# block 1

**Block 1: metal 2**

Cells faint in the background.
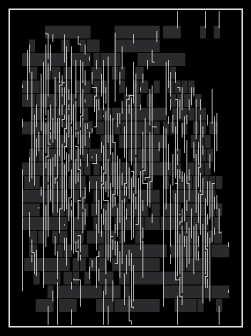

<file path="src/rtl/duty_scheduler_if.sv">
// Control/status bundle between the duty scheduler and its surroundings.
// The master drives the request/strobe inputs; the slave (the scheduler) drives the status outputs.
interface duty_scheduler_if;
  logic       i_inc_req;
  logic       i_dec_req;
  logic       i_auto_en;
  logic       i_period_end;
  logic [3:0] o_duty;
  logic       o_duty_load;
  logic [2:0] o_state;
  logic [3:0] o_drop_cnt;

  modport master (
    output i_inc_req, i_dec_req, i_auto_en, i_period_end,
    input  o_duty, o_duty_load, o_state, o_drop_cnt
  );

  modport slave (
    input  i_inc_req, i_dec_req, i_auto_en, i_period_end,
    output o_duty, o_duty_load, o_state, o_drop_cnt
  );
endinterface

</file>
<file path="src/rtl/duty_scheduler.sv">
// PWM duty setpoint scheduler: manual +/-1 steps or an automatic triangle sweep, updated only at PWM period ends.
// Optional macro DUTY_SCHED_DROP_CNT_EN builds a saturating counter of dropped manual requests.
module duty_scheduler #(
  parameter int MAX_DUTY     = 10,
  parameter int INIT_DUTY    = 5,
  parameter int RAMP_PERIODS = 4,
  parameter int HOLD_PERIODS = 8
) (
  input logic              i_clk,
  input logic              i_rst,
  duty_scheduler_if.slave  bus
);

  typedef enum logic [2:0] {
    IDLE      = 3'd0,
    PEND      = 3'd1,
    RAMP_UP   = 3'd2,
    HOLD      = 3'd3,
    RAMP_DOWN = 3'd4
  } state_t;

  localparam logic        [3:0] MAX_D  = 4'(MAX_DUTY);
  localparam logic        [3:0] INIT_D = 4'(INIT_DUTY);
  localparam logic        [3:0] RAMP_N = 4'(RAMP_PERIODS);
  localparam logic        [3:0] HOLD_N = 4'(HOLD_PERIODS);
  localparam logic signed [5:0] MAX_S  = 6'(MAX_DUTY);

  state_t            state;
  logic        [3:0] duty;
  logic signed [1:0] pend_step;
  logic        [3:0] per_cnt;
  logic              chg_p0;
  logic              load_p1;

  logic inc, dec, one_req, auto_en, period_end;

  assign inc        = bus.i_inc_req;
  assign dec        = bus.i_dec_req;
  assign one_req    = inc ^ dec;
  assign auto_en    = bus.i_auto_en;
  assign period_end = bus.i_period_end;

  function automatic logic [3:0] clamp_duty(input logic [3:0] d, input logic signed [1:0] s);
    logic signed [5:0] sum;
    sum = $signed({2'b00, d}) + $signed({{4{s[1]}}, s});
    if (sum < 6'sd0)       return 4'd0;
    else if (sum > MAX_S)  return MAX_D;
    else                   return sum[3:0];
  endfunction

  function automatic logic [3:0] cnt_next(input logic [3:0] c);
    return (c == 4'hF) ? c : c + 4'd1;
  endfunction

  always_ff @(posedge i_clk or posedge i_rst) begin
    if (i_rst) begin
      state     <= IDLE;
      duty      <= INIT_D;
      pend_step <= '0;
      per_cnt   <= '0;
      chg_p0    <= 1'b0;
      load_p1   <= 1'b0;
    end else begin
      chg_p0  <= 1'b0;
      load_p1 <= chg_p0;
      case (state)
        IDLE: begin
          if (auto_en) begin
            state     <= RAMP_UP;
            per_cnt   <= '0;
            pend_step <= '0;
          end else if (one_req) begin
            pend_step <= inc ? 2'sd1 : -2'sd1;
            state     <= PEND;
          end
        end
        PEND: begin
          if (auto_en) begin
            state     <= RAMP_UP;
            per_cnt   <= '0;
            pend_step <= '0;
          end else if (period_end) begin
            duty      <= clamp_duty(duty, pend_step);
            chg_p0    <= (clamp_duty(duty, pend_step) != duty);
            state     <= IDLE;
            pend_step <= '0;
          end
        end
        RAMP_UP: begin
          if (period_end) begin
            if (!auto_en) begin
              state   <= IDLE;
              per_cnt <= '0;
            end else if (duty >= MAX_D) begin
              state   <= HOLD;
              per_cnt <= '0;
            end else if (cnt_next(per_cnt) == RAMP_N) begin
              duty    <= duty + 4'd1;
              chg_p0  <= 1'b1;
              per_cnt <= '0;
              if (duty + 4'd1 == MAX_D) state <= HOLD;
            end else begin
              per_cnt <= cnt_next(per_cnt);
            end
          end
        end
        HOLD: begin
          if (period_end) begin
            if (!auto_en) begin
              state   <= IDLE;
              per_cnt <= '0;
            end else if (cnt_next(per_cnt) == HOLD_N) begin
              state   <= RAMP_DOWN;
              per_cnt <= '0;
            end else begin
              per_cnt <= cnt_next(per_cnt);
            end
          end
        end
        RAMP_DOWN: begin
          if (period_end) begin
            if (!auto_en) begin
              state   <= IDLE;
              per_cnt <= '0;
            end else if (duty == 4'd0) begin
              state   <= RAMP_UP;
              per_cnt <= '0;
            end else if (cnt_next(per_cnt) == RAMP_N) begin
              duty    <= duty - 4'd1;
              chg_p0  <= 1'b1;
              per_cnt <= '0;
              if (duty == 4'd1) state <= RAMP_UP;
            end else begin
              per_cnt <= cnt_next(per_cnt);
            end
          end
        end
        default: state <= IDLE;
      endcase
    end
  end

`ifdef DUTY_SCHED_DROP_CNT_EN
  // A lone request arriving anywhere but IDLE cannot be honoured and is counted.
  logic [3:0] drop_cnt;
  always_ff @(posedge i_clk or posedge i_rst) begin
    if (i_rst)
      drop_cnt <= '0;
    else if (one_req && (state != IDLE) && (drop_cnt != 4'hF))
      drop_cnt <= drop_cnt + 4'd1;
  end
  assign bus.o_drop_cnt = drop_cnt;
`else
  assign bus.o_drop_cnt = 4'd0;
`endif

  assign bus.o_duty      = duty;
  assign bus.o_duty_load = load_p1;
  assign bus.o_state     = state;

endmodule

</file>
<file path="src/flat_wrapper.sv">
// flat-port wrapper written by rule: the top's interface ports become plain ports
module duty_scheduler_flat 
#(
  parameter int MAX_DUTY     = 10,
  parameter int INIT_DUTY    = 5,
  parameter int RAMP_PERIODS = 4,
  parameter int HOLD_PERIODS = 8
)
  (i_clk, i_rst, bus_i_inc_req, bus_i_dec_req, bus_i_auto_en, bus_i_period_end, bus_o_duty, bus_o_duty_load, bus_o_state, bus_o_drop_cnt);
  duty_scheduler_if bus_i ();
  input logic i_clk;
  input logic i_rst;
  input wire logic [$bits(bus_i.i_inc_req)-1:0] bus_i_inc_req;
  input wire logic [$bits(bus_i.i_dec_req)-1:0] bus_i_dec_req;
  input wire logic [$bits(bus_i.i_auto_en)-1:0] bus_i_auto_en;
  input wire logic [$bits(bus_i.i_period_end)-1:0] bus_i_period_end;
  output wire logic [$bits(bus_i.o_duty)-1:0] bus_o_duty;
  output wire logic [$bits(bus_i.o_duty_load)-1:0] bus_o_duty_load;
  output wire logic [$bits(bus_i.o_state)-1:0] bus_o_state;
  output wire logic [$bits(bus_i.o_drop_cnt)-1:0] bus_o_drop_cnt;
  assign bus_i.i_inc_req = bus_i_inc_req;
  assign bus_i.i_dec_req = bus_i_dec_req;
  assign bus_i.i_auto_en = bus_i_auto_en;
  assign bus_i.i_period_end = bus_i_period_end;
  assign bus_o_duty = bus_i.o_duty;
  assign bus_o_duty_load = bus_i.o_duty_load;
  assign bus_o_state = bus_i.o_state;
  assign bus_o_drop_cnt = bus_i.o_drop_cnt;
  duty_scheduler #(.MAX_DUTY(MAX_DUTY), .INIT_DUTY(INIT_DUTY), .RAMP_PERIODS(RAMP_PERIODS), .HOLD_PERIODS(HOLD_PERIODS)) u_core (.i_clk(i_clk), .i_rst(i_rst), .bus(bus_i));
endmodule
</file>
<file path="config.mk">
export PLATFORM = sky130hd
export DESIGN_NAME = duty_scheduler_flat
export DESIGN_NICKNAME = d
export VERILOG_FILES = /design/src/rtl/duty_scheduler_if.sv /design/src/rtl/duty_scheduler.sv /design/src/flat_wrapper.sv
export SDC_FILE = /design/constraint.sdc
export NUM_CORES = 1
export LEC_CHECK = 0
export ABC_AREA = 1
export CORE_ASPECT_RATIO = 1.4
export CORE_MARGIN = 2
export CORE_UTILIZATION = 60
export DETAILED_ROUTE_END_ITERATION = 16
export PLACE_DENSITY = 0.85
export SLEW_MARGIN = 10
export SYNTH_ARGS = -nofsm -noshare
export SYNTH_HDL_FRONTEND = slang
export SYNTH_SLANG_ARGS = --single-unit
</file>
<file path="constraint.sdc">
create_clock -name i_clk -period 3.2 [get_ports i_clk]
set_input_delay 0.32 -clock i_clk [delete_from_list [all_inputs] [get_ports i_clk]]
set_output_delay 0.32 -clock i_clk [all_outputs]
set_load 0.02 [all_outputs]
</file>
# block 2

[src/rtl/mflushpwr_ctrl_if.sv]
// Handshake bundle between the flush/power-down controller and its CSR, L2 and
// power-controller neighbours. The slave modport is the controller's view.
interface mflushpwr_ctrl_if;
   logic       io_req_valid;
   logic       io_req_ready;
   logic [7:0] io_coreid;
   logic       io_l2_flush_req;
   logic       io_l2_flush_done;
   logic       io_pwr_req;
   logic       io_pwr_ack;
   logic       io_busy;
   logic       io_diff_valid;
   logic       io_diff_l2FlushDone;
   logic [7:0] io_diff_coreid;

   modport master (
      output io_req_valid, io_coreid, io_l2_flush_done, io_pwr_ack,
      input  io_req_ready, io_l2_flush_req, io_pwr_req, io_busy,
             io_diff_valid, io_diff_l2FlushDone, io_diff_coreid
   );

   modport slave (
      input  io_req_valid, io_coreid, io_l2_flush_done, io_pwr_ack,
      output io_req_ready, io_l2_flush_req, io_pwr_req, io_busy,
             io_diff_valid, io_diff_l2FlushDone, io_diff_coreid
   );
endinterface

[src/rtl/mflushpwr_ctrl.sv]
// Flush-then-power-down sequencer: flushes L2 (with timeout), optionally
// handshakes with the power controller, then emits one difftest event.
module mflushpwr_ctrl #(
   parameter logic [15:0] TIMEOUT    = 16'd4096,
   parameter bit          PWR_ACK_EN = 1'b1
) (
   input logic             clock,
   input logic             reset,
   mflushpwr_ctrl_if.slave bus
);

   typedef enum logic [1:0] {IDLE, FLUSH, PWR, REPORT} state_t;

   localparam logic [15:0] LAST_CNT = TIMEOUT - 16'd1;

   state_t      state;
   state_t      state_nxt;
   logic [15:0] cnt;
   logic        done_flag;
   logic        done_flag_nxt;
   logic [7:0]  coreid_q;
   logic        diff_done_q;
   logic [7:0]  diff_id_q;

   // NOTE: registers use non-blocking assignments so every flop samples the
   // pre-edge values regardless of statement order.
   always_ff @(posedge clock) begin
      if (reset) begin
         state       <= IDLE;
         cnt         <= '0;
         done_flag   <= 1'b0;
         coreid_q    <= '0;
         diff_done_q <= 1'b0;
         diff_id_q   <= '0;
      end else begin
         state     <= state_nxt;
         done_flag <= done_flag_nxt;
         if (state == IDLE && bus.io_req_valid) begin
            coreid_q <= bus.io_coreid;
            cnt      <= '0;
         end else if (state == FLUSH) begin
            cnt <= cnt + 16'd1;
         end
         // Event fields are latched on REPORT entry so they hold across the next request.
         if (state_nxt == REPORT) begin
            diff_done_q <= done_flag_nxt;
            diff_id_q   <= coreid_q;
         end
      end
   end

   // NOTE: every output of a combinational block gets a default first, so no
   // path through the case can infer a latch.
   always_comb begin
      state_nxt     = state;
      done_flag_nxt = done_flag;
      unique case (state)
         IDLE: begin
            if (bus.io_req_valid) state_nxt = FLUSH;
         end
         FLUSH: begin
            // Done is tested first so it wins over a coincident timeout.
            if (bus.io_l2_flush_done) begin
               done_flag_nxt = 1'b1;
               state_nxt     = PWR_ACK_EN ? PWR : REPORT;
            end else if (cnt == LAST_CNT) begin
               done_flag_nxt = 1'b0;
               state_nxt     = REPORT;
            end
         end
         PWR: begin
            if (bus.io_pwr_ack) state_nxt = REPORT;
         end
         REPORT: begin
            state_nxt = IDLE;
         end
         default: begin
            state_nxt = IDLE;
         end
      endcase
   end

   always_comb begin
      bus.io_req_ready    = (state == IDLE);
      bus.io_busy         = (state != IDLE);
      bus.io_l2_flush_req = (state == FLUSH);
      bus.io_pwr_req      = (state == PWR);
      bus.io_diff_valid   = (state == REPORT);
   end

   assign bus.io_diff_l2FlushDone = diff_done_q;
   assign bus.io_diff_coreid      = diff_id_q;

endmodule

[src/flat_wrapper.sv]
// flat-port wrapper written by rule: the top's interface ports become plain ports
module mflushpwr_ctrl_flat 
#(
   parameter logic [15:0] TIMEOUT    = 16'd4096,
   parameter bit          PWR_ACK_EN = 1'b1
)
  (clock, reset, bus_io_req_valid, bus_io_coreid, bus_io_l2_flush_done, bus_io_pwr_ack, bus_io_req_ready, bus_io_l2_flush_req, bus_io_pwr_req, bus_io_busy, bus_io_diff_valid, bus_io_diff_l2FlushDone, bus_io_diff_coreid);
  mflushpwr_ctrl_if bus_i ();
  input logic clock;
  input logic reset;
  input wire logic [$bits(bus_i.io_req_valid)-1:0] bus_io_req_valid;
  input wire logic [$bits(bus_i.io_coreid)-1:0] bus_io_coreid;
  input wire logic [$bits(bus_i.io_l2_flush_done)-1:0] bus_io_l2_flush_done;
  input wire logic [$bits(bus_i.io_pwr_ack)-1:0] bus_io_pwr_ack;
  output wire logic [$bits(bus_i.io_req_ready)-1:0] bus_io_req_ready;
  output wire logic [$bits(bus_i.io_l2_flush_req)-1:0] bus_io_l2_flush_req;
  output wire logic [$bits(bus_i.io_pwr_req)-1:0] bus_io_pwr_req;
  output wire logic [$bits(bus_i.io_busy)-1:0] bus_io_busy;
  output wire logic [$bits(bus_i.io_diff_valid)-1:0] bus_io_diff_valid;
  output wire logic [$bits(bus_i.io_diff_l2FlushDone)-1:0] bus_io_diff_l2FlushDone;
  output wire logic [$bits(bus_i.io_diff_coreid)-1:0] bus_io_diff_coreid;
  assign bus_i.io_req_valid = bus_io_req_valid;
  assign bus_i.io_coreid = bus_io_coreid;
  assign bus_i.io_l2_flush_done = bus_io_l2_flush_done;
  assign bus_i.io_pwr_ack = bus_io_pwr_ack;
  assign bus_io_req_ready = bus_i.io_req_ready;
  assign bus_io_l2_flush_req = bus_i.io_l2_flush_req;
  assign bus_io_pwr_req = bus_i.io_pwr_req;
  assign bus_io_busy = bus_i.io_busy;
  assign bus_io_diff_valid = bus_i.io_diff_valid;
  assign bus_io_diff_l2FlushDone = bus_i.io_diff_l2FlushDone;
  assign bus_io_diff_coreid = bus_i.io_diff_coreid;
  mflushpwr_ctrl #(.TIMEOUT(TIMEOUT), .PWR_ACK_EN(PWR_ACK_EN)) u_core (.clock(clock), .reset(reset), .bus(bus_i));
endmodule
[config.mk]
export PLATFORM = sky130hd
export DESIGN_NAME = mflushpwr_ctrl_flat
export DESIGN_NICKNAME = d
export VERILOG_FILES = /design/src/rtl/mflushpwr_ctrl_if.sv /design/src/rtl/mflushpwr_ctrl.sv /design/src/flat_wrapper.sv
export SDC_FILE = /design/constraint.sdc
export NUM_CORES = 1
export LEC_CHECK = 0
export ABC_AREA = 1
export ABC_CLOCK_PERIOD_IN_PS = 1450
export CAP_MARGIN = 10
export CORE_ASPECT_RATIO = 1.4
export CORE_MARGIN = 10
export CORE_UTILIZATION = 47
export DETAILED_ROUTE_END_ITERATION = 10
export GPL_TIMING_DRIVEN = 1
export PLACE_DENSITY = 0.82
export SETUP_SLACK_MARGIN = 0.5
export SLEW_MARGIN = 20
export SYNTH_ARGS = -nofsm -noshare
export SYNTH_HDL_FRONTEND = slang
export SYNTH_SLANG_ARGS = --single-unit
export TNS_END_PERCENT = 20
[constraint.sdc]
create_clock -name clock -period 1.45 [get_ports clock]
set_input_delay 0.29 -clock clock [delete_from_list [all_inputs] [get_ports clock]]
set_output_delay 0.29 -clock clock [all_outputs]
set_load 0.01 [all_outputs]
# block 3

==> src/rtl/dram_cache_pkg.sv <==
// Shared types for the DRAM request path.
// Holds the DRAM command encoding, the issuer FSM state encoding, default
// field widths of a request word and a helper that sizes the request word.
// No ports: this is a package.
package dram_cache_pkg;

   localparam int CMD_W = 3;

   typedef enum logic [CMD_W-1:0] {
      CMD_NOP = 3'd0,
      CMD_ACT = 3'd1,
      CMD_RD  = 3'd2,
      CMD_WR  = 3'd3,
      CMD_PRE = 3'd4
   } cmd_e;

   typedef enum logic [2:0] {
      ST_IDLE,
      ST_DECODE,
      ST_PRE,
      ST_ACT,
      ST_CAS,
      ST_WAIT
   } state_e;

   localparam int DEF_BANK_BITS = 2;
   localparam int DEF_ROW_BITS  = 8;
   localparam int DEF_COL_BITS  = 4;

   // Request word layout, MSB first: {is_write, bank, row, col}
   function automatic int req_w(input int bank_bits, input int row_bits, input int col_bits);
      return 1 + bank_bits + row_bits + col_bits;
   endfunction

endpackage

==> src/rtl/dram_req_issuer_if.sv <==
// Bus bundle between the request FIFO / DRAM command port and the issuer.
// FIFO side : fifo_empty, fifo_rdata (show-ahead head) in, fifo_read_en out
// DRAM side : cmd, cmd_bank, cmd_addr out
// Cache side: req_done, req_done_wr, busy out
// modport master = the issuer itself; modport slave = its environment.
interface dram_req_issuer_if
   import dram_cache_pkg::*;
#(
   parameter int BANK_BITS = DEF_BANK_BITS,
   parameter int ROW_BITS  = DEF_ROW_BITS,
   parameter int COL_BITS  = DEF_COL_BITS
) ();
   localparam int REQ_W = req_w(BANK_BITS, ROW_BITS, COL_BITS);

   logic                 fifo_empty;
   logic [REQ_W-1:0]     fifo_rdata;
   logic                 fifo_read_en;
   logic [CMD_W-1:0]     cmd;
   logic [BANK_BITS-1:0] cmd_bank;
   logic [ROW_BITS-1:0]  cmd_addr;
   logic                 req_done;
   logic                 req_done_wr;
   logic                 busy;

   modport master (
      input  fifo_empty, fifo_rdata,
      output fifo_read_en, cmd, cmd_bank, cmd_addr, req_done, req_done_wr, busy
   );

   modport slave (
      output fifo_empty, fifo_rdata,
      input  fifo_read_en, cmd, cmd_bank, cmd_addr, req_done, req_done_wr, busy
   );
endinterface

==> src/rtl/dram_bank_table.sv <==
// Open-row table: one {open, row} entry per bank.
// Ports: clk, reset (async, active high, clears every entry),
//        lk_bank/lk_row -> lk_open/lk_hit (combinational lookup),
//        upd_bank with set_en/set_row (ACT opens a row) and clr_en (PRE closes it).
module dram_bank_table #(
   parameter int BANK_BITS = 2,
   parameter int ROW_BITS  = 8
) (
   input  logic                 clk,
   input  logic                 reset,
   input  logic [BANK_BITS-1:0] lk_bank,
   input  logic [ROW_BITS-1:0]  lk_row,
   output logic                 lk_open,
   output logic                 lk_hit,
   input  logic [BANK_BITS-1:0] upd_bank,
   input  logic                 set_en,
   input  logic [ROW_BITS-1:0]  set_row,
   input  logic                 clr_en
);
   localparam int NUM_BANKS = 2 ** BANK_BITS;

   logic [NUM_BANKS-1:0] open_q, open_d;
   logic [ROW_BITS-1:0]  row_q [NUM_BANKS];
   logic [ROW_BITS-1:0]  row_d [NUM_BANKS];

   assign lk_open = open_q[lk_bank];
   assign lk_hit  = lk_open && (row_q[lk_bank] == lk_row);

   always_comb begin
      open_d = open_q;
      row_d  = row_q;
      if (clr_en) open_d[upd_bank] = 1'b0;
      if (set_en) begin
         open_d[upd_bank] = 1'b1;
         row_d[upd_bank]  = set_row;
      end
   end

   always_ff @(posedge clk or posedge reset) begin
      if (reset) begin
         open_q <= '0;
         for (int b = 0; b < NUM_BANKS; b++) row_q[b] <= '0;
      end else begin
         open_q <= open_d;
         row_q  <= row_d;
      end
   end
endmodule

==> src/rtl/dram_req_issuer.sv <==
// DRAM request issuer: pops one request at a time from a show-ahead FIFO,
// issues PRE/ACT/RD/WR with fixed gaps using an open-page row table, and
// pulses req_done when the access completes.
// Ports: clk, reset (async, active high), bus (dram_req_issuer_if.master).
//
// state  | meaning
// IDLE   | waiting for a request; pops when the FIFO is not empty
// DECODE | row-table lookup picks ACT (closed), CAS (hit) or PRE (conflict)
// PRE    | PRE on the bus, bank closed
// ACT    | ACT with row on the bus, bank opened
// CAS    | RD or WR with column on the bus
// WAIT   | timer running; ret_q says which command started it
module dram_req_issuer
   import dram_cache_pkg::*;
#(
   parameter int BANK_BITS = DEF_BANK_BITS,
   parameter int ROW_BITS  = DEF_ROW_BITS,
   parameter int COL_BITS  = DEF_COL_BITS,
   parameter int T_RP      = 3,
   parameter int T_RCD     = 3,
   parameter int T_CL      = 4,
   parameter int T_WR      = 4
) (
   input logic              clk,
   input logic              reset,
   dram_req_issuer_if.master bus
);
   localparam int REQ_W    = req_w(BANK_BITS, ROW_BITS, COL_BITS);
   localparam int OFF_ROW  = COL_BITS;
   localparam int OFF_BANK = COL_BITS + ROW_BITS;

   state_e               state_q, state_d, ret_q, ret_d;
   logic [3:0]           timer_q, timer_d;
   logic [REQ_W-1:0]     req_q, req_d;

   logic                 req_wr;
   logic [BANK_BITS-1:0] req_bank;
   logic [ROW_BITS-1:0]  req_row;
   logic [COL_BITS-1:0]  req_col;

   logic                 lk_open, lk_hit, tbl_set, tbl_clr;
   logic                 pop, done;
   cmd_e                 cmd_s;
   logic [BANK_BITS-1:0] cmd_bank_s;
   logic [ROW_BITS-1:0]  cmd_addr_s;

   assign req_wr   = req_q[REQ_W-1];
   assign req_bank = req_q[OFF_BANK +: BANK_BITS];
   assign req_row  = req_q[OFF_ROW +: ROW_BITS];
   assign req_col  = req_q[0 +: COL_BITS];

   dram_bank_table #(.BANK_BITS(BANK_BITS), .ROW_BITS(ROW_BITS)) u_bank_table (
      .clk      (clk),
      .reset    (reset),
      .lk_bank  (req_bank),
      .lk_row   (req_row),
      .lk_open  (lk_open),
      .lk_hit   (lk_hit),
      .upd_bank (req_bank),
      .set_en   (tbl_set),
      .set_row  (req_row),
      .clr_en   (tbl_clr)
   );

   always_comb begin
      state_d    = state_q;
      ret_d      = ret_q;
      timer_d    = timer_q;
      req_d      = req_q;
      pop        = 1'b0;
      done       = 1'b0;
      tbl_set    = 1'b0;
      tbl_clr    = 1'b0;
      cmd_s      = CMD_NOP;
      cmd_bank_s = '0;
      cmd_addr_s = '0;
      case (state_q)
         ST_IDLE: begin
            if (!bus.fifo_empty) begin
               pop     = 1'b1;
               req_d   = bus.fifo_rdata;
               state_d = ST_DECODE;
            end
         end
         ST_DECODE: begin
            if (!lk_open)    state_d = ST_ACT;
            else if (lk_hit) state_d = ST_CAS;
            else             state_d = ST_PRE;
         end
         ST_PRE: begin
            cmd_s      = CMD_PRE;
            cmd_bank_s = req_bank;
            tbl_clr    = 1'b1;
            ret_d      = ST_PRE;
            if (T_RP == 1) state_d = ST_ACT;
            else begin
               timer_d = 4'(T_RP - 1);
               state_d = ST_WAIT;
            end
         end
         ST_ACT: begin
            cmd_s      = CMD_ACT;
            cmd_bank_s = req_bank;
            cmd_addr_s = req_row;
            tbl_set    = 1'b1;
            ret_d      = ST_ACT;
            if (T_RCD == 1) state_d = ST_CAS;
            else begin
               timer_d = 4'(T_RCD - 1);
               state_d = ST_WAIT;
            end
         end
         ST_CAS: begin
            cmd_s      = req_wr ? CMD_WR : CMD_RD;
            cmd_bank_s = req_bank;
            cmd_addr_s = ROW_BITS'(req_col);
            ret_d      = ST_CAS;
            timer_d    = req_wr ? 4'(T_WR - 1) : 4'(T_CL - 1);
            state_d    = ST_WAIT;
         end
         ST_WAIT: begin
            // After CAS the completion cycle itself is spent in WAIT (terminal
            // count 0), so the next pop cannot coincide with req_done even for
            // a gap of 1. After PRE/ACT the next command state is the event
            // cycle, so WAIT ends one count earlier.
            if (ret_q == ST_CAS) begin
               if (timer_q == 4'd0) begin
                  done    = 1'b1;
                  state_d = ST_IDLE;
               end else begin
                  timer_d = timer_q - 4'd1;
               end
            end else if (timer_q <= 4'd1) begin
               state_d = (ret_q == ST_PRE) ? ST_ACT : ST_CAS;
            end else begin
               timer_d = timer_q - 4'd1;
            end
         end
         default: state_d = ST_IDLE;
      endcase
   end

   always_ff @(posedge clk or posedge reset) begin
      if (reset) begin
         state_q <= ST_IDLE;
         ret_q   <= ST_IDLE;
         timer_q <= '0;
         req_q   <= '0;
      end else begin
         state_q <= state_d;
         ret_q   <= ret_d;
         timer_q <= timer_d;
         req_q   <= req_d;
      end
   end

   assign bus.fifo_read_en = pop;
   assign bus.cmd          = cmd_s;
   assign bus.cmd_bank     = cmd_bank_s;
   assign bus.cmd_addr     = cmd_addr_s;
   assign bus.req_done     = done;
   assign bus.req_done_wr  = done & req_wr;
   assign bus.busy         = (state_q != ST_IDLE) | pop;
endmodule

==> src/flat_wrapper.sv <==
// flat-port wrapper written by rule: the top's interface ports become plain ports
module dram_req_issuer_flat import dram_cache_pkg::*;
#(
   parameter int BANK_BITS = DEF_BANK_BITS,
   parameter int ROW_BITS  = DEF_ROW_BITS,
   parameter int COL_BITS  = DEF_COL_BITS,
   parameter int T_RP      = 3,
   parameter int T_RCD     = 3,
   parameter int T_CL      = 4,
   parameter int T_WR      = 4
)
  (clk, reset, bus_fifo_empty, bus_fifo_rdata, bus_fifo_read_en, bus_cmd, bus_cmd_bank, bus_cmd_addr, bus_req_done, bus_req_done_wr, bus_busy);
  dram_req_issuer_if #(.BANK_BITS(BANK_BITS), .ROW_BITS(ROW_BITS), .COL_BITS(COL_BITS)) bus_i ();
  input logic clk;
  input logic reset;
  input wire logic [$bits(bus_i.fifo_empty)-1:0] bus_fifo_empty;
  input wire logic [$bits(bus_i.fifo_rdata)-1:0] bus_fifo_rdata;
  output wire logic [$bits(bus_i.fifo_read_en)-1:0] bus_fifo_read_en;
  output wire logic [$bits(bus_i.cmd)-1:0] bus_cmd;
  output wire logic [$bits(bus_i.cmd_bank)-1:0] bus_cmd_bank;
  output wire logic [$bits(bus_i.cmd_addr)-1:0] bus_cmd_addr;
  output wire logic [$bits(bus_i.req_done)-1:0] bus_req_done;
  output wire logic [$bits(bus_i.req_done_wr)-1:0] bus_req_done_wr;
  output wire logic [$bits(bus_i.busy)-1:0] bus_busy;
  assign bus_i.fifo_empty = bus_fifo_empty;
  assign bus_i.fifo_rdata = bus_fifo_rdata;
  assign bus_fifo_read_en = bus_i.fifo_read_en;
  assign bus_cmd = bus_i.cmd;
  assign bus_cmd_bank = bus_i.cmd_bank;
  assign bus_cmd_addr = bus_i.cmd_addr;
  assign bus_req_done = bus_i.req_done;
  assign bus_req_done_wr = bus_i.req_done_wr;
  assign bus_busy = bus_i.busy;
  dram_req_issuer #(.BANK_BITS(BANK_BITS), .ROW_BITS(ROW_BITS), .COL_BITS(COL_BITS), .T_RP(T_RP), .T_RCD(T_RCD), .T_CL(T_CL), .T_WR(T_WR)) u_core (.clk(clk), .reset(reset), .bus(bus_i));
endmodule
==> config.mk <==
export PLATFORM = sky130hd
export DESIGN_NAME = dram_req_issuer_flat
export DESIGN_NICKNAME = d
export VERILOG_FILES = /design/src/rtl/dram_cache_pkg.sv /design/src/rtl/dram_req_issuer_if.sv /design/src/rtl/dram_bank_table.sv /design/src/rtl/dram_req_issuer.sv /design/src/flat_wrapper.sv
export SDC_FILE = /design/constraint.sdc
export NUM_CORES = 1
export LEC_CHECK = 0
export CAP_MARGIN = 20
export CORE_MARGIN = 10
export CORE_UTILIZATION = 56
export CTS_CLUSTER_DIAMETER = 100
export DETAILED_ROUTE_END_ITERATION = 12
export PLACE_DENSITY = 0.77
export SETUP_SLACK_MARGIN = 0.15
export SLEW_MARGIN = 10
export SYNTH_ARGS = -nofsm -noshare
export SYNTH_HDL_FRONTEND = slang
export SYNTH_SLANG_ARGS = --single-unit
==> constraint.sdc <==
create_clock -name clk -period 2.32 [get_ports clk]
set_input_delay 0.58 -clock clk [delete_from_list [all_inputs] [get_ports clk]]
set_output_delay 0.58 -clock clk [all_outputs]
set_load 0.005 [all_outputs]
# block 4

--- src/rtl/contador_mod_updown.sv ---
// Modulo-M up/down counter with enable prescaler, synchronous load/clear, tc level and wrap pulse.
// Build option CONTADOR_SATURATE_EN: hold at 0 / M-1 instead of wrapping; wrap then never asserts.
module contador_mod_updown #(
  parameter int N   = 4,
  parameter int M   = 10,
  parameter int DIV = 1
) (
  input  logic         clk,
  input  logic         reset,
  input  logic         en,
  input  logic         up,
  input  logic         load,
  input  logic [N-1:0] d,
  input  logic         clr,
  output logic [N-1:0] q,
  output logic         tc,
  output logic         wrap
);

  localparam int              PW     = (DIV > 1) ? $clog2(DIV) : 1;
  // M-1 is formed in int arithmetic so M == 2^N does not overflow
  localparam logic [N-1:0]    Q_MAX  = N'(M - 1);
  localparam logic [PW-1:0]   P_LAST = PW'(DIV - 1);

  if (M < 2 || M > (1 << N)) begin : g_bad_m
    $error("contador_mod_updown: M must satisfy 2 <= M <= 2^N");
  end
  if (DIV < 1) begin : g_bad_div
    $error("contador_mod_updown: DIV must be >= 1");
  end

  logic [PW-1:0] p;
  logic [PW-1:0] p_nxt;
  logic [N-1:0]  q_nxt;
  logic          wrap_nxt;
  logic          step;
  logic          at_max;
  logic          at_zero;

  assign at_max  = (q == Q_MAX);
  assign at_zero = (q == '0);
  assign tc      = up ? at_max : at_zero;
  assign step    = en && (p == P_LAST);

  always_comb begin
    p_nxt    = p;
    q_nxt    = q;
    wrap_nxt = 1'b0;
    if (clr) begin
      p_nxt = '0;
      q_nxt = '0;
    end else if (load) begin
      p_nxt = '0;
      q_nxt = (d > Q_MAX) ? Q_MAX : d;
    end else if (en) begin
      p_nxt = step ? '0 : p + PW'(1);
      if (step) begin
        if (up) begin
          if (!at_max) begin
            q_nxt = q + N'(1);
          end else begin
`ifndef CONTADOR_SATURATE_EN
            q_nxt    = '0;
            wrap_nxt = 1'b1;
`endif
          end
        end else begin
          if (!at_zero) begin
            q_nxt = q - N'(1);
          end else begin
`ifndef CONTADOR_SATURATE_EN
            q_nxt    = Q_MAX;
            wrap_nxt = 1'b1;
`endif
          end
        end
      end
    end
  end

  always_ff @(posedge clk) begin
    if (!reset) begin
      q    <= '0;
      p    <= '0;
      wrap <= 1'b0;
    end else begin
      q    <= q_nxt;
      p    <= p_nxt;
      wrap <= wrap_nxt;
    end
  end

endmodule

--- config.mk ---
export PLATFORM = sky130hd
export DESIGN_NAME = contador_mod_updown
export DESIGN_NICKNAME = d
export VERILOG_FILES = /design/src/rtl/contador_mod_updown.sv
export SDC_FILE = /design/constraint.sdc
export NUM_CORES = 1
export LEC_CHECK = 0
export CAP_MARGIN = 10
export CORE_AREA = 4 4 41 43
export CTS_CLUSTER_SIZE = 12
export DETAILED_ROUTE_END_ITERATION = 12
export DIE_AREA = 0 0 45 47
export MAX_ROUTING_LAYER = met4
export SYNTH_ARGS = -nofsm -noshare
export SYNTH_HDL_FRONTEND = slang
export SYNTH_SLANG_ARGS = --single-unit
--- constraint.sdc ---
create_clock -name clk -period 1.7 [get_ports clk]
set_input_delay 0.255 -clock clk [delete_from_list [all_inputs] [get_ports clk]]
set_output_delay 0.255 -clock clk [all_outputs]
set_load 0.03 [all_outputs]
**Block 2: met1 routing**

Bar = 20 um. Cells faint in the background.
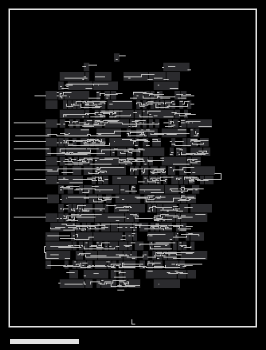
- main direction: horizontal
- wire length on this layer: 1,620 um
met1 usage: 11.5%
final wirelength: 4180 um

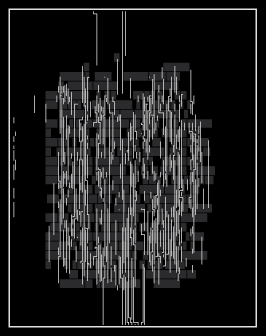
**Above:** block 2 (metal 2).
Cells faint in the background.
- longest straight run: 43.9 um
- wire length on this layer: 2,320 um
- main direction: vertical
- share of all routed wire: 56%
routed vias: 1,660
met2 GRT Util: 23.3%

==> impl_metrics.py, block 2 <==
# Synthesis and PnR figures
metrics = {
    "synth": {
        "yosysTopAreaCell": "dfxtp_1",
        "yosys-stat-area_sq_um": 1700,
        "ys_types": 29,
        "synthCells": 237,
        "syn_nets": 251,
        "area_leaders": "dfxtp_1 42%, nand2_1 12%, nor2_1 7.7%",
        "ys_cells": 237,
        "adder_share_pct": 0.734,
        "topCombFamilyByArea": "simple AND/OR/NAND/NOR gates",
        "synthTopCellsByCount": "56 x nand2_1, 36 x dfxtp_1, 35 x nor2_1",
    },
    "power": {
        "switching_share_pct": 27.1,
        "p_switching_mw": 0.600,
    },
    "global_routing": {
        "grt_pass1_vias": 1686,
        "grt_overflow": 0,
    },
    "cts": {
        "clockBufferDepth": 2,
        "cts_tree": "done",
    },
    "sta": {
        "final.setup.worst_slack_ns": -0.0136,
        "hold_viol": 0,
        "clock_skew_ns": 0.00764,
        "setup_violations": 2,
    },
    "run": {
        "warning_count": 29,
        "max_cap_violations": 0,
    },
    "die": {
        "die_w_um": 70.9,
        "fp_util_pct": 49.5,
    },
    "placed_design": {
        "place_ws_ns": -0.0770,
        "place_inst": 312,
    },
    "critical_path": {
        "path_cells": "inv_4 > nor2_4 > buf_4 > nand3_2 > nor2_4 > nand2_4 > nor2_4 > nand3_1 > a21oi_2",
        "startpoint": "u_core.state[0]$_SDFF_PP0_",
        "cp_num_buf_inv": 2,
    },
    "cells_and_area": {
        "layout.cells.non_filler": 331,
        "lay_top_cells": "51 x nand2_1, 31 x nor2_1, 27 x dfxtp_1, 24 x inv_1, 22 x buf_4",
        "drive_above_1_share_pct": 28.5,
        "clock_area_share_pct": 4.00,
        "ff_count": 36,
        "num-nonclk-inverters": 29,
    },
    "min_path": {
        "worst_hold_path_type": "flop to flop",
        "worstHoldEndpoint": "u_core.bus.io_diff_coreid[3]$_SDFFE_PP0N_",
    },
    "outcome": {
        "failed_checks": "negative setup slack",
        "status": "finished with violations",
    },
    "drt": {
        "maxUsedRoutingLayer": "met4",
        "dr_wl_met2_um": 2320,
        "wl_met1_um": 1620,
        "avgRoutedWirePerCell_um": 12.6,
        "first_pass_iters": 4,
    },
}
[block 2: timing repair]
action / in CTS / in global routing
pin swaps: 4 / 10
endpoints found under the hold margin: 0 / 0
setup endpoints to repair: 50 / 50
resized: 46 / 35
cloned: 2 / 0
setup buffers: 5 / 4
hold buffers: 0 / 0
[block 2: power by group through the flow]
stage,logic [mW],clock network (mW),registers (mW)
4_1_cts,0.385,0.758,1.07
3_5_place_dp,0.372,0,1.09
6_report,0.401,0.745,1.07
2_1_floorplan,0.201,0,1.10
5_1_grt,0.440,0.807,1.08
3_3_place_gp,0.366,0,1.09
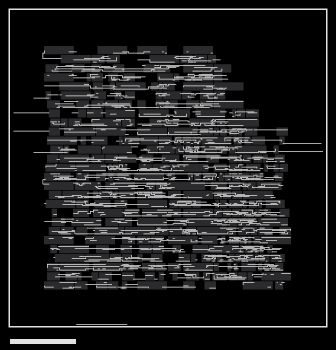
**Above:** block 3 (met1 routing).
Bar = 20 um. Cells faint in the background.
- longest straight run: 34.3 um
- nets with wire on the layer: 329
met1 usage: 20.5%
routed vias: 2,371
final wirelength: 7800 um

==> impl_metrics.py, block 3 <==
# Synthesis and PnR figures
metrics = {
    "cells_and_area": {
        "ff_count": 61,
        "mi_logic_area_sq_um": 1630,
        "buf_share_pct": 15.9,
        "num-nonclk-inverters": 6,
        "clkbuf_count": 11,
        "final_area_sq_um": 4120,
        "drive_above_1_share_pct": 42.2,
    },
    "outcome": {
        "status": "completed",
    },
    "die": {
        "fp.coreArea_sq_um": 5470,
        "die_area_sq_um": 9030,
    },
    "synth": {
        "edf_count": 0,
        "synth.most_common_cell": "dfrtp_1",
        "ys_types": 47,
        "topCombFamilyByArea": "multiplexers",
        "simple_gate_share_pct": 10.6,
        "adder_share_pct": 1.59,
    },
    "sta": {
        "clock_skew_ns": 0.0109,
        "setup_violations": 0,
        "rsz0062_at_grt": "yes",
        "period_used_pct": 93.7,
    },
    "critical_path": {
        "crit_family": "buffers and inverters",
        "critPathMostFrequentCell": "buf_6",
        "slowest_stage": "dfrtp_1",
        "crit_arrival_ns": 1.59,
        "r2r_end": "u_core.state_q[2]$_DFFE_PP0P_",
    },
    "cts": {
        "cts_hold_buf": 0,
        "clock.latency.late_pin_ns": 0.33,
        "cts_root_buffer": "clkbuf_8",
    },
    "drt": {
        "drt_iter0_markers": 72,
        "wl_met3_um": 391,
        "first_pass_iters": 4,
        "wl_met1_um": 3230,
    },
    "power": {
        "p_seq_mw": 2.03,
        "p_clk_mw": 0.913,
    },
    "min_path": {
        "worst_hold_path_type": "flop to flop",
        "min-delay-start": "u_core.u_bank_table.open_q[2]$_DFF_PP0_",
        "worstHoldEndpoint": "u_core.u_bank_table.open_q[2]$_DFF_PP0_",
    },
    "placed_design": {
        "gp_congestion": 0.906,
    },
    "global_routing": {
        "top_usage_layer": "met2",
        "grt_overflow": 0,
        "antenna_found_initial": 1,
    },
}
block 3: registers in the layout, indices dropped and copies added, names as in the netlist:
| register | count |
|---|---|
| u_core.req_q | 15 |
| u_core.u_bank_table.row_q | 32 |
| u_core.u_bank_table.open_q | 4 |
| u_core.timer_q | 4 |
| u_core.state_q | 3 |
| u_core.ret_q | 3 |
block 3: cells by family (layout without fill, tap and decap cells):
logic type | after synthesis | after routing
compound gates | 38 | 38
mux | 70 | 70
flops | 61 | 61
fa+ha+maj | 4 | 4
buf+inv | 21 | 99
xor+xnor | 7 | 7
simple gates | 62 | 62
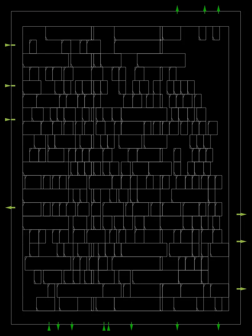
**Above:** block 1 (placement view).
core box area: 2360 sq um
Rows: 21
tap cells: 23
Filler cells: 231
sequential share of cell area: 22.9%

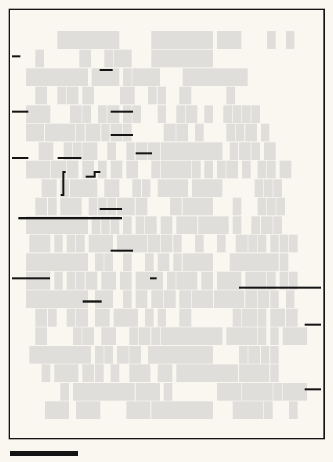
**Above:** block 1 (metal 3).
Bar = 10 um. Cells faint in the background.
- share of all routed wire: 2.1%
- main direction: horizontal
- wire length on this layer: 69.6 um
- longest straight run: 14.9 um
final wirelength: 3280 um
met3 Track Usage GR: 3.18%
routed vias: 1,427

About 'metal 2' of block 1:
- main direction: vertical
- share of all routed wire: 53%
met2 GRT Util: 46.0%

==> impl_metrics.py, block 1 <==
# Synthesis and PnR figures
metrics = {
    "outcome": {
        "status": "completed",
    },
    "cts": {
        "cts_made_buffers": 3,
        "cts_root_buffer": "clkbuf_4",
    },
    "synth": {
        "adder_share_pct": 9.76,
        "xor_share_pct": 3.54,
        "flop_cell": "dfrtp_1",
        "simple_gate_share_pct": 35.9,
        "yosysTopAreaCell": "dfrtp_1",
        "ys_warn_count": 0,
        "synth.most_common_cell": "nand2_1",
        "synth.avg_cell_area_sq_um": 6.64,
    },
    "cells_and_area": {
        "buffers_excl_clock": 13,
        "final_core_util_pct": 69.7,
        "final_area_sq_um": 1650,
        "area_delta_synth_final_pct": 10.9,
        "comb_area_share_pct": 57.8,
        "seq_area_sq_um": 378,
        "clock_area_share_pct": 1.67,
        "num-nonclk-inverters": 35,
        "clkbuf_count": 3,
    },
    "die": {
        "die_w_um": 46.1,
        "die_h_um": 62.9,
        "die_area_sq_um": 2900,
        "fp_util_pct": 62.9,
    },
    "drt": {
        "drc": 0,
        "antenna_left": 0,
        "wl_met3_um": 69,
        "wl_met1_um": 1360,
    },
    "critical_path": {
        "slowest_stage": "dfstp_2",
        "crit_family": "simple AND/OR/NAND/NOR gates",
        "crit_path_end_kind": "flop",
        "cp_slowest_stage_delay_ns": 0.66,
        "worstSetupEndpoint": "u_core.chg_p0$_DFF_PP0_",
        "r2r_end": "u_core.chg_p0$_DFF_PP0_",
        "worstPathRequired_ns": 3.39,
        "rr_startpoint": "u_core.bus.o_duty[2]$_DFFE_PP1P_",
    },
    "sta": {
        "rsz0062_at_grt": "no",
        "fin_hold_ws_ns": 0.361,
        "clock_skew_ns": 0.00986,
        "setup_violations": 0,
        "fin_crit_ns": 2.34,
        "period_used_pct": 73.0,
    },
    "run": {
        "warning_count": 30,
    },
    "power": {
        "peakVddDrop_uv": 587,
        "p_leak_nw": 0.852,
    },
    "placed_design": {
        "place_ws_ns": 0.895,
        "hpwl_um": 2630,
        "gp_congestion": 0.910,
    },
    "global_routing": {
        "grt_pass1_vias": 1409,
        "grt_first_pass_wirelength_um": 5720,
    },
    "min_path": {
        "worstHoldPathCells": 0,
    },
}
## block 1: power by group
part	total [mW]	internal [mW]	switching [mW]	leakage (nW)
registers	0.358	0.254	0.104	0.194
logic	1.06	0.397	0.660	0.641
clock network	0.113	0.0467	0.0667	0.0177
## block 1: cells in the final DEF, fill, tap and decap left out, types with 3 or more instances in the layout
cell type and n:
nand2_1 47, inv_1 33, nor2_1 29, o21ai_0 17, nand3_1 16, clkdlybuf4s50_1 13
dfrtp_1 13, a21oi_1 10, ha_1 10, nand4_1 6, o21ai_1 5, xor2_1 4
conb_1 4, nor2_2 3, nand2_2 3, nor3_1 3, clkbuf_4 3
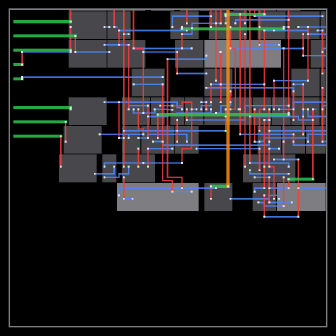
**Above:** block 4 (a small window of the routed layout).
Region (0, 0) to (30, 30) um. Cells in gray, sequential cells in the stronger gray; small squares are vias.
- blue: met1
- red: met2
- green: met3
- orange: met4
- netlist names of flops here include: q (3)
- cells with their middle in the window: 40
- sequential cells in the window: 3
- most frequent: clkdlybuf4s50_1 (6), o21ai_0 (4), buf_4 (4)

==> impl_metrics.py, block 4 <==
# Synthesis and PnR figures
metrics = {
    "sta": {
        "setup_violations": 0,
        "final.setup.worst_slack_ns": 0.0554,
        "slew_headroom_pct": 77.7,
        "tightest_slew_ns": 0.334,
        "fin_hold_ws_ns": 0.486,
    },
    "cts": {
        "cts.sink_count": 6,
        "cts_tree": "done",
        "clockBufferDepth": 2,
        "cts.reportedPaths.clkPinSlew_ns": 0.05,
        "clock.latency.late_pin_ns": 0.25,
        "cts_hold_buf": 0,
    },
    "critical_path": {
        "crit_arrival_ns": 1.39,
        "cp_num_buf_inv": 1,
        "worstSetupEndpoint": "q[3]",
        "startpoint": "q[3]$_SDFFE_PP0P_",
        "path_cells": "clkdlybuf4s50_1",
    },
    "global_routing": {
        "met1_usage_pct": 13.6,
        "grt_pass1_vias": 377,
    },
    "synth": {
        "synthCells": 49,
        "ys_cells": 49,
        "syn_area_sq_um": 380,
        "xor_share_pct": 4.61,
        "flop_cell": "dfxtp_1",
    },
    "cells_and_area": {
        "drive_above_1_share_pct": 20.3,
        "final_area_sq_um": 599,
        "comb_area_share_pct": 41.3,
        "largest_cell_class": "logic gates",
        "lay_top_cells": "11 x clkdlybuf4s50_1, 6 x buf_4, 5 x o21ai_0, 5 x dfxtp_1",
        "reg_top3": "q x4, p x1, wrap x1",
        "diodes": 0,
        "regMostFlops": "q",
    },
    "drt": {
        "dr_wl_met2_um": 390,
        "viasPerCell": 5.27,
        "wl_um": 978,
        "first_pass_iters": 4,
    },
    "placed_design": {
        "hpwl_um": 765,
        "gp_congestion": 0.727,
        "place_ws_ns": 0.00818,
        "placed_cell_area_sq_um": 576,
    },
    "die": {
        "pin_count": 16,
        "fp_util_pct": 29.2,
        "rows": 13,
    },
    "power": {
        "peakVddDrop_uv": 352,
        "switching_share_pct": 28.6,
    },
    "outcome": {
        "status": "completed",
    },
    "run": {
        "warning_count": 26,
    },
}
block 4: power groups by stage:
| stage | logic (mW) | clock network, mW | registers, mW |
|---|---|---|---|
| 5_1_grt | 0.109 | 0.148 | 0.154 |
| 6_report | 0.100 | 0.138 | 0.153 |
| 3_3_place_gp | 0.103 | 0 | 0.156 |
| 2_1_floorplan | 0.0465 | 0 | 0.161 |
| 4_1_cts | 0.101 | 0.140 | 0.153 |
| 3_5_place_dp | 0.102 | 0 | 0.156 |
block 4: logic make-up after synthesis:
group,after synthesis
buffers and inverters,4
AOI/OAI and AO/OA,15
xor gates and xnor gates,2
and+or+nand+nor,22
DFF,6


==> notes/layouts.md <==
Pictures saved along the way, in no particular order.

Metal 3.
picture 1
Bar = 20 um. Cells faint in the background.
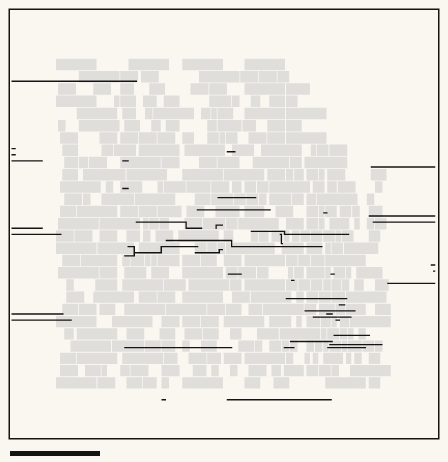
picture 2
Bar = 20 um. Cells faint in the background.
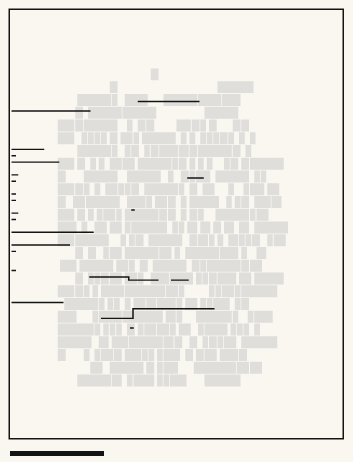
picture 3
Bar = 10 um. Cells faint in the background.
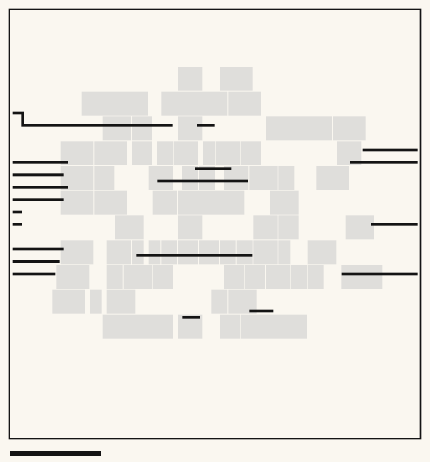
picture 2: block 2
picture 3: block 4
picture 1: block 3
- largest die: picture 1

Power and IR drop assume default switching activity.
